=== design 1 ===
**Design 1: wiring by layer**

Drawn at 3 px/micron. Only two layers are drawn.
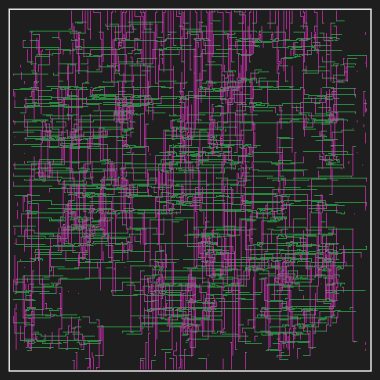

==> config.mk <==
export PLATFORM = sky130hd
export DESIGN_NAME = wb_sram_fetch
export DESIGN_NICKNAME = d
export VERILOG_FILES = /design/src/rtl/wb_sram_fetch.sv
export SDC_FILE = /design/constraint.sdc
export NUM_CORES = 1
export LEC_CHECK = 0
export ABC_CLOCK_PERIOD_IN_PS = 3250
export CAP_MARGIN = 20
export CORE_UTILIZATION = 40
export DETAILED_ROUTE_END_ITERATION = 8
export PLACE_DENSITY_LB_ADDON = 0.08
export SLEW_MARGIN = 20
export SYNTH_ARGS = -nofsm -noshare
export SYNTH_HDL_FRONTEND = slang
export SYNTH_SLANG_ARGS = --single-unit
==> constraint.sdc <==
create_clock -name clk_i -period 3.25 [get_ports clk_i]
set_input_delay 0.65 -clock clk_i [delete_from_list [all_inputs] [get_ports clk_i]]
set_output_delay 0.65 -clock clk_i [all_outputs]
set_load 0.005 [all_outputs]
==> src/rtl/wb_sram_fetch.sv <==
// Wishbone pipelined-mode read initiator: copies a block of 32-bit words from a bus
// address range into a local SRAM write port, keeping one request outstanding at a time.
module wb_sram_fetch #(
  parameter int MEM_AW    = 6,
  parameter int TIMEOUT   = 255,
  parameter int MAX_RETRY = 3
) (
  input  logic              clk_i,
  input  logic              rst_n_i,
  input  logic              start_i,
  input  logic [31:0]       base_adr_i,
  input  logic [MEM_AW:0]   count_i,
  output logic              busy_o,
  output logic              done_o,
  output logic              err_o,
  output logic [MEM_AW:0]   words_o,
  output logic              wb_cyc_o,
  output logic              wb_stb_o,
  output logic [31:0]       wb_adr_o,
  output logic              wb_we_o,
  output logic [3:0]        wb_sel_o,
  input  logic              wb_stall_i,
  input  logic              wb_ack_i,
  input  logic              wb_err_i,
  input  logic              wb_rty_i,
  input  logic [31:0]       wb_dat_i,
  output logic [MEM_AW-1:0] mem_addr_o,
  output logic [31:0]       mem_data_o,
  output logic              mem_we_o
);

  localparam logic [MEM_AW:0] MAX_WORDS = {1'b1, {MEM_AW{1'b0}}};
  localparam logic [MEM_AW:0] ONE_WORD  = {{MEM_AW{1'b0}}, 1'b1};
  localparam logic [15:0]     TMO_LAST  = 16'(TIMEOUT - 1);
  localparam logic [3:0]      RTY_MAX   = 4'(MAX_RETRY);

  typedef enum logic [1:0] {S_IDLE, S_REQ, S_WAIT, S_FINISH} state_t;

  state_t              state_q, state_d;
  logic                busy_q, busy_d;
  logic                done_q, done_d;
  logic                err_q, err_d;
  logic [MEM_AW:0]     words_q, words_d;
  logic [MEM_AW:0]     remain_q, remain_d;
  logic                cyc_q, cyc_d;
  logic                stb_q, stb_d;
  logic [31:0]         adr_q, adr_d;
  logic [MEM_AW-1:0]   mem_addr_q, mem_addr_d;
  logic [31:0]         mem_data_q, mem_data_d;
  logic                mem_we_q, mem_we_d;
  logic [3:0]          retry_q, retry_d;
  logic [15:0]         tmo_q, tmo_d;
  logic [MEM_AW:0]     count_c;

  assign count_c = (count_i > MAX_WORDS) ? MAX_WORDS : count_i;

  always_comb begin
    state_d    = state_q;
    busy_d     = busy_q;
    done_d     = 1'b0;
    err_d      = err_q;
    words_d    = words_q;
    remain_d   = remain_q;
    cyc_d      = cyc_q;
    stb_d      = stb_q;
    adr_d      = adr_q;
    mem_data_d = mem_data_q;
    mem_we_d   = 1'b0;
    retry_d    = retry_q;
    tmo_d      = tmo_q;
    // The write address advances the cycle after each write, so mem_addr_o is stable during mem_we_o.
    mem_addr_d = mem_we_q ? mem_addr_q + 1'b1 : mem_addr_q;

    case (state_q)
      S_IDLE: begin
        if (start_i) begin
          busy_d     = 1'b1;
          err_d      = 1'b0;
          words_d    = '0;
          remain_d   = count_c;
          adr_d      = base_adr_i & 32'hFFFF_FFFC;
          mem_addr_d = '0;
          retry_d    = '0;
          tmo_d      = '0;
          if (count_c != '0) begin
            cyc_d   = 1'b1;
            stb_d   = 1'b1;
            state_d = S_REQ;
          end else begin
            state_d = S_FINISH;
          end
        end
      end

      S_REQ: begin
        if (!wb_stall_i) begin
          stb_d   = 1'b0;
          tmo_d   = '0;
          state_d = S_WAIT;
        end
      end

      S_WAIT: begin
        if (wb_err_i) begin
          err_d   = 1'b1;
          cyc_d   = 1'b0;
          state_d = S_FINISH;
        end else if (wb_ack_i) begin
          mem_we_d   = 1'b1;
          mem_data_d = wb_dat_i;
          words_d    = words_q + 1'b1;
          remain_d   = remain_q - 1'b1;
          adr_d      = adr_q + 32'd4;
          retry_d    = '0;
          if (remain_q == ONE_WORD) begin
            cyc_d   = 1'b0;
            state_d = S_FINISH;
          end else begin
            stb_d   = 1'b1;
            state_d = S_REQ;
          end
        end else if (wb_rty_i) begin
          if (retry_q < RTY_MAX) begin
            retry_d = retry_q + 4'd1;
            stb_d   = 1'b1;
            state_d = S_REQ;
          end else begin
            err_d   = 1'b1;
            cyc_d   = 1'b0;
            state_d = S_FINISH;
          end
        end else if (tmo_q == TMO_LAST) begin
          err_d   = 1'b1;
          cyc_d   = 1'b0;
          state_d = S_FINISH;
        end else begin
          tmo_d = tmo_q + 16'd1;
        end
      end

      S_FINISH: begin
        busy_d  = 1'b0;
        done_d  = 1'b1;
        state_d = S_IDLE;
      end

      default: state_d = S_IDLE;
    endcase
  end

  always_ff @(posedge clk_i or negedge rst_n_i) begin
    if (!rst_n_i) begin
      state_q    <= S_IDLE;
      busy_q     <= 1'b0;
      done_q     <= 1'b0;
      err_q      <= 1'b0;
      words_q    <= '0;
      remain_q   <= '0;
      cyc_q      <= 1'b0;
      stb_q      <= 1'b0;
      adr_q      <= '0;
      mem_addr_q <= '0;
      mem_data_q <= '0;
      mem_we_q   <= 1'b0;
      retry_q    <= '0;
      tmo_q      <= '0;
    end else begin
      state_q    <= state_d;
      busy_q     <= busy_d;
      done_q     <= done_d;
      err_q      <= err_d;
      words_q    <= words_d;
      remain_q   <= remain_d;
      cyc_q      <= cyc_d;
      stb_q      <= stb_d;
      adr_q      <= adr_d;
      mem_addr_q <= mem_addr_d;
      mem_data_q <= mem_data_d;
      mem_we_q   <= mem_we_d;
      retry_q    <= retry_d;
      tmo_q      <= tmo_d;
    end
  end

  assign busy_o     = busy_q;
  assign done_o     = done_q;
  assign err_o      = err_q;
  assign words_o    = words_q;
  assign wb_cyc_o   = cyc_q;
  assign wb_stb_o   = stb_q;
  assign wb_adr_o   = adr_q;
  assign wb_we_o    = 1'b0;
  assign wb_sel_o   = 4'hF;
  assign mem_addr_o = mem_addr_q;
  assign mem_data_o = mem_data_q;
  assign mem_we_o   = mem_we_q;

endmodule

=== design 2 ===
## src/rtl/lod_norm_pipe.sv

```systemverilog
// lod_norm_pipe: two-stage stallable leading/trailing-one detector with normaliser
module lod_norm_pipe #(
    parameter int WIDTH = 9,
    localparam int IDX_W = $clog2(WIDTH) + 1
) (
    input  logic             clk,
    input  logic             rst_n,
    input  logic             in_valid,
    output logic             in_ready,
    input  logic [WIDTH-1:0] in_data,
    input  logic             in_trail,
    output logic             out_valid,
    input  logic             out_ready,
    output logic [IDX_W-1:0] out_index,
    output logic             out_zero,
    output logic [WIDTH-1:0] out_norm,
    output logic             out_trail
);
    logic             s1_valid, s1_trail, s1_zero, s2_adv;
    logic [WIDTH-1:0] s1_data, s1_norm;
    logic [IDX_W-1:0] s1_idx, sh;

    // Later matches overwrite earlier ones, so scan direction picks the priority end.
    always_comb begin
        s1_idx = '1;
        if (s1_trail) begin
            for (int i = WIDTH - 1; i >= 0; i--)
                if (s1_data[i]) s1_idx = IDX_W'(i);
        end else begin
            for (int i = 0; i < WIDTH; i++)
                if (s1_data[i]) s1_idx = IDX_W'(i);
        end
    end

    assign s1_zero  = ~|s1_data;
    assign sh       = s1_trail ? s1_idx : IDX_W'(WIDTH - 1) - s1_idx;
    assign s1_norm  = s1_zero ? '0 : s1_trail ? s1_data >> sh : s1_data << sh;
    assign s2_adv   = ~out_valid | out_ready;
    assign in_ready = ~s1_valid | s2_adv;

    always_ff @(posedge clk or negedge rst_n) begin
        if (!rst_n) begin
            s1_valid  <= 1'b0;
            s1_data   <= '0;
            s1_trail  <= 1'b0;
            out_valid <= 1'b0;
            out_index <= '0;
            out_zero  <= 1'b0;
            out_norm  <= '0;
            out_trail <= 1'b0;
        end else begin
            if (in_ready) s1_valid <= in_valid;
            if (in_valid && in_ready) begin
                s1_data  <= in_data;
                s1_trail <= in_trail;
            end
            if (s2_adv) out_valid <= s1_valid;
            if (s1_valid && s2_adv) begin
                out_index <= s1_idx;
                out_zero  <= s1_zero;
                out_norm  <= s1_norm;
                out_trail <= s1_trail;
            end
        end
    end
endmodule

```

## config.mk

```make
export PLATFORM = sky130hd
export DESIGN_NAME = lod_norm_pipe
export DESIGN_NICKNAME = d
export VERILOG_FILES = /design/src/rtl/lod_norm_pipe.sv
export SDC_FILE = /design/constraint.sdc
export NUM_CORES = 1
export LEC_CHECK = 0
export CORE_MARGIN = 2
export CORE_UTILIZATION = 59
export CTS_CLUSTER_SIZE = 16
export DETAILED_ROUTE_END_ITERATION = 7
export HOLD_SLACK_MARGIN = 0.15
export PLACE_DENSITY = 0.95
export SLEW_MARGIN = 20
export SYNTH_ARGS = -nofsm -noshare
export SYNTH_HDL_FRONTEND = slang
export SYNTH_SLANG_ARGS = --single-unit
```

## constraint.sdc

```tcl
create_clock -name clk -period 10.6 [get_ports clk]
set_input_delay 1.06 -clock clk [delete_from_list [all_inputs] [get_ports clk]]
set_output_delay 1.06 -clock clk [all_outputs]
set_load 0.005 [all_outputs]
```

**Design 2: cell outlines without signal wires**

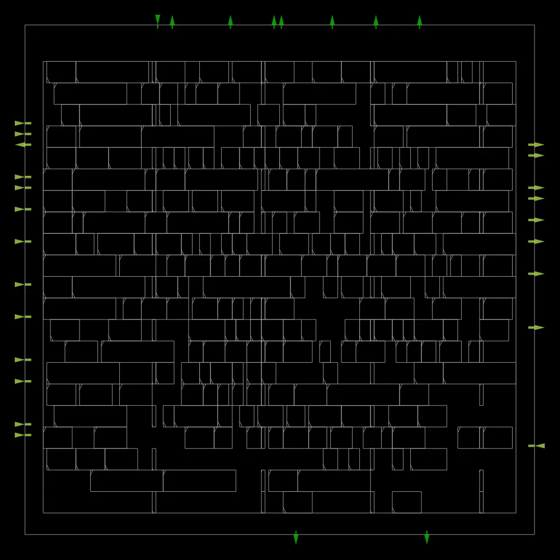
flip-flops: 28
Seq/total area: 0.283
Core ar.: 3420 sq um
Final Non-Filler Cells: 300

==> Changelog: implementation, design 2 <==
## Implementation

* Clock-cell share at 0.0212
* CLK BUF at 3
* Main logic family: AND-OR/OR-AND gates
* CP Max Fanout at 22
* GRT overflow at 0
* Io pins at 32
* DR vias/cell at 6.74
* Row count at 21
* Yosys stat area at 2160 sq um
* P_leak at approximately 0.001 uW
* Aoi share at 0.258
* Final HPWL from detailed placement at 3.95 mm
* DRT Pass-1 Iters at 5
* Cts bufs inserted at 3
* Setup_tns at 0 ns
* Htree depth at 1
* Yosys reg bits at 28
* Worst Skew at roughly 0.011 ns
* Width of the chip at between 60 and 70 microns
* PnR worst setup slack at 5.87 ns
* Final hold vios at 0
* Status: finished clean
* Non-CTS inverters at 8
* Layout Nets at 270
* Tapcells at approximately 46
* PD cells at 203 nW/um^2
* Critical path class: reg2reg
* Setup crit start: s1_trail$_DFFE_PN0P_
* Max stage delay on crit path at between 0.8 and 0.9 ns
* Cell Area, Placed at ~2400 sq um
design 2: cells in the mapped netlist (2+ instances only):
cell       instances
o21ai_0           12
nor2_1            14
a22oi_1            3
mux2_1             2
o31a_1             2
a32oi_1            2
o31ai_2            2
nor3_1             3
a31oi_1            7
buf_4              3
a21oi_1           11
inv_1              7
nand2b_1           7
o22ai_1            3
buf_2              6
o31ai_1            3
buf_6              2
mux2_2            11
o21ai_1            6
o211ai_1           3
mux2i_1           21
o2111ai_1          2
o21a_1             2
nor4_4             2
and2_1             3
nand3_1            6
nand2_1           24
dfrtp_1           28
or4_1              2
clkbuf_1           8
design 2: state kept, by name, summed over array words and instances (netlist names):
name,cells
out_valid,1
out_zero,1
s1_data,9
out_norm,9
s1_valid,1
out_trail,1
s1_trail,1
out_index,5
design 2: power by group:
part,total [uW],internal (uW),switching (uW)
Combinational,255,124,131
Clock,73.3,38.4,35.0
Sequential,174,132,41.5
Total,502,295,208
design 2: metal layers:
layer,vias to the layer above,global-route usage,share of wire
met5,-,0,0
met4,0,0.0957,0.023
met3,19,0.0469,0.095
met2,141,0.483,0.47
met1,942,0.424,0.41
li1,919,-,-
**Design 1: pin placement**

Drawn at 4 px/micron. Pins as bars across the die edge, other pins in grey.
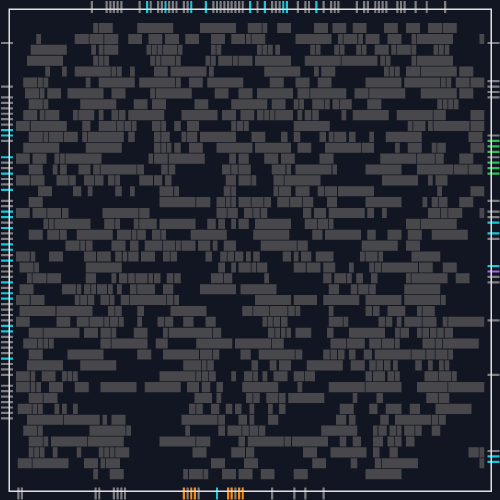
| colour | port | pins | direction | edge |
|---|---|---|---|---|
| cyan | wb_adr_o | 32 | output | 17 west, 9 north, 5 east, 1 south |
| orange | count_i | 7 | input | south |
| green | mem_addr_o | 6 | output | east |
| purple | start_i | 1 | input | east |

Notes on 'wiring by layer' of design 1 above:
| colour | layer | wire length |
|---|---|---|
| green | met1 | 7020 microns |
| magenta | met2 | 7370 microns |

==> Changelog: implementation, design 1 <==
## Implementation

* Tool Warnings at 30
* Inst Count DP at 942
* Met3 Use GR at 0.0703
* Cell area after layout at 7580 sq um
* # DRC at 0
* Layout area overhead at 35.9%
* Final HPWL from detailed placement at 11.1 mm
* Worst r2r src: state_q[0]$_DFFE_PN0P_
* GRT met2 Usage at 0.355
* Row count at between 40 and 50
* Status: finished clean
* Core ar. at 13400 sq um
* Final number of setup-violating endpoints at 0
* Fin crit share at 0.772
* Met1 GRT Util at 0.298
* Antenna violations before repair at 0
* Vias after detailed routing at between 5000 and 6000
* Ant. Diodes at 0
* Late-Pin Clk Latency at 0.35 ns
* Clk root buf: clkbuf_16
* Htree depth at 3
* Minimum clock period at 2.51 ns
* Largest delay contributor family on the critical path: simple AND/OR/NAND/NOR gates
* Worst VDD drop at 0.000497 V
* Share of cells above drive strength 1 at 0.0564
## design 1: kinds of logic (layout without fill, tap and decap cells)
kind of cell,count (synthesis),after routing,share of synthesized area
simple gates,304,304,0.258
fa+ha+maj,8,8,0.0179
buf+inv,52,198,0.0437
xor+xnor,13,13,0.0204
compound gates,135,135,0.157
other cells,2,7,0.00135
mux,5,5,0.00919
flops,110,110,0.493
## design 1: cell type report
| type | instances | share of cell area |
|---|---|---|
| Timing Repair Buffer | 169 | 0.220 |
| Multi-Input combinational cell | 472 | 0.345 |
| Tap cell | 176 | 0.0290 |
| Clock buffer | 12 | 0.0312 |
| Sequential cell | 110 | 0.363 |
| Inverter | 15 | 0.00742 |
| Clock inverter | 2 | 0.00462 |
## design 1: power breakdown
part / switching [uW] / total (uW) / internal [uW]
clock network: 487 / 1080 / 590
registers: 505 / 2390 / 1880
logic: 1170 / 2560 / 1380
## design 1: sequential cells by signal, summed over array words and instances, names as in the netlist
signal and count:
words_o 7, wb_cyc_o 1, busy_o 1, err_o 1
wb_adr_o 30, wb_stb_o 1, mem_data_o 32, remain_q 7
done_o 1, tmo_q 16, mem_we_o 1, state_q 2
retry_q 4, mem_addr_o 6

==> layout pictures side by side <==
A small window of the routed layout.
shot_01.png
Region (40, 40) to (80, 80) microns. Cells in grey, sequential cells in the stronger grey; small squares are vias.
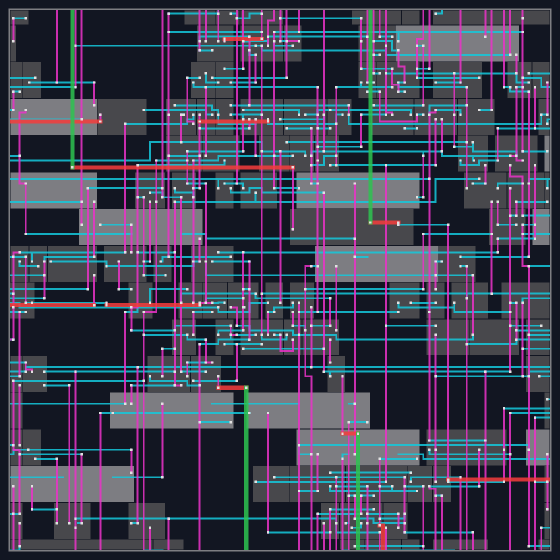
shot_02.png
Region (12, 12) to (52, 52) microns. Cells in grey, sequential cells in the stronger grey; small squares are vias.
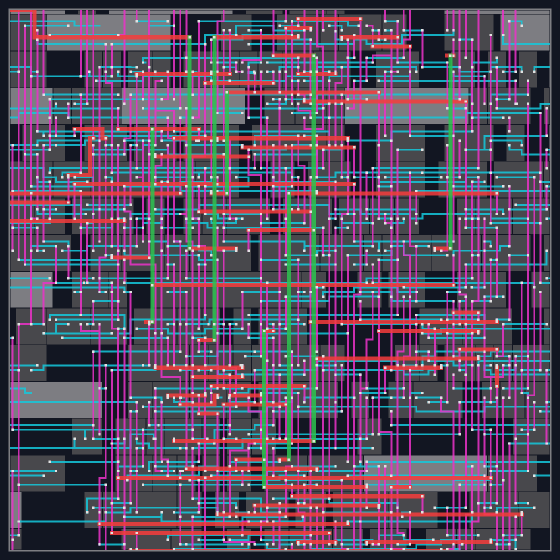
| from | picture |
|---|---|
| design 2 | shot_02.png |
| design 1 | shot_01.png |

Key to shot_02.png:
| colour | layer |
|---|---|
| green | met4 |
| cyan | met1 |
| red | met3 |
| magenta | met2 |
netlist names of flops here include: out_index (2), out_norm (2)
most frequent: mux2i_1 (21), nand2_1 (15), nor2_1 (12)
cells with their middle in the window: 159
sequential cells in the window: 5



==> gallery <==
Signal wires on met2.
(a)
Drawn at 6 px/micron.
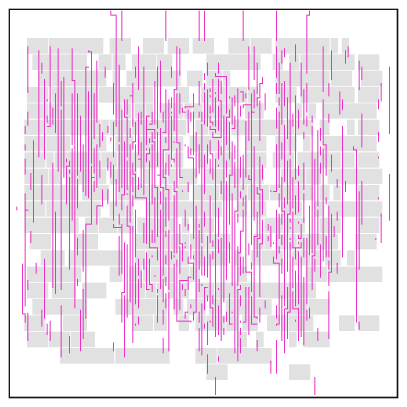
(b)
Drawn at 3 px/micron.
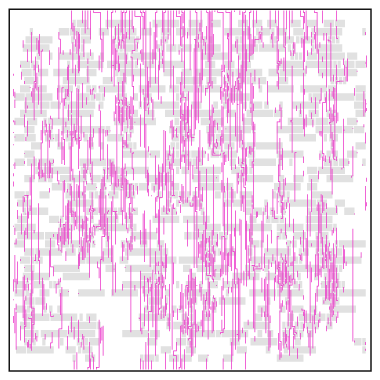
- (b) = design 1
- (a) = design 2
Of these, largest die: (b)

Key to (a):
longest straight run: 37.9 microns
main direction: vertical

Power and IR drop assume default switching activity.
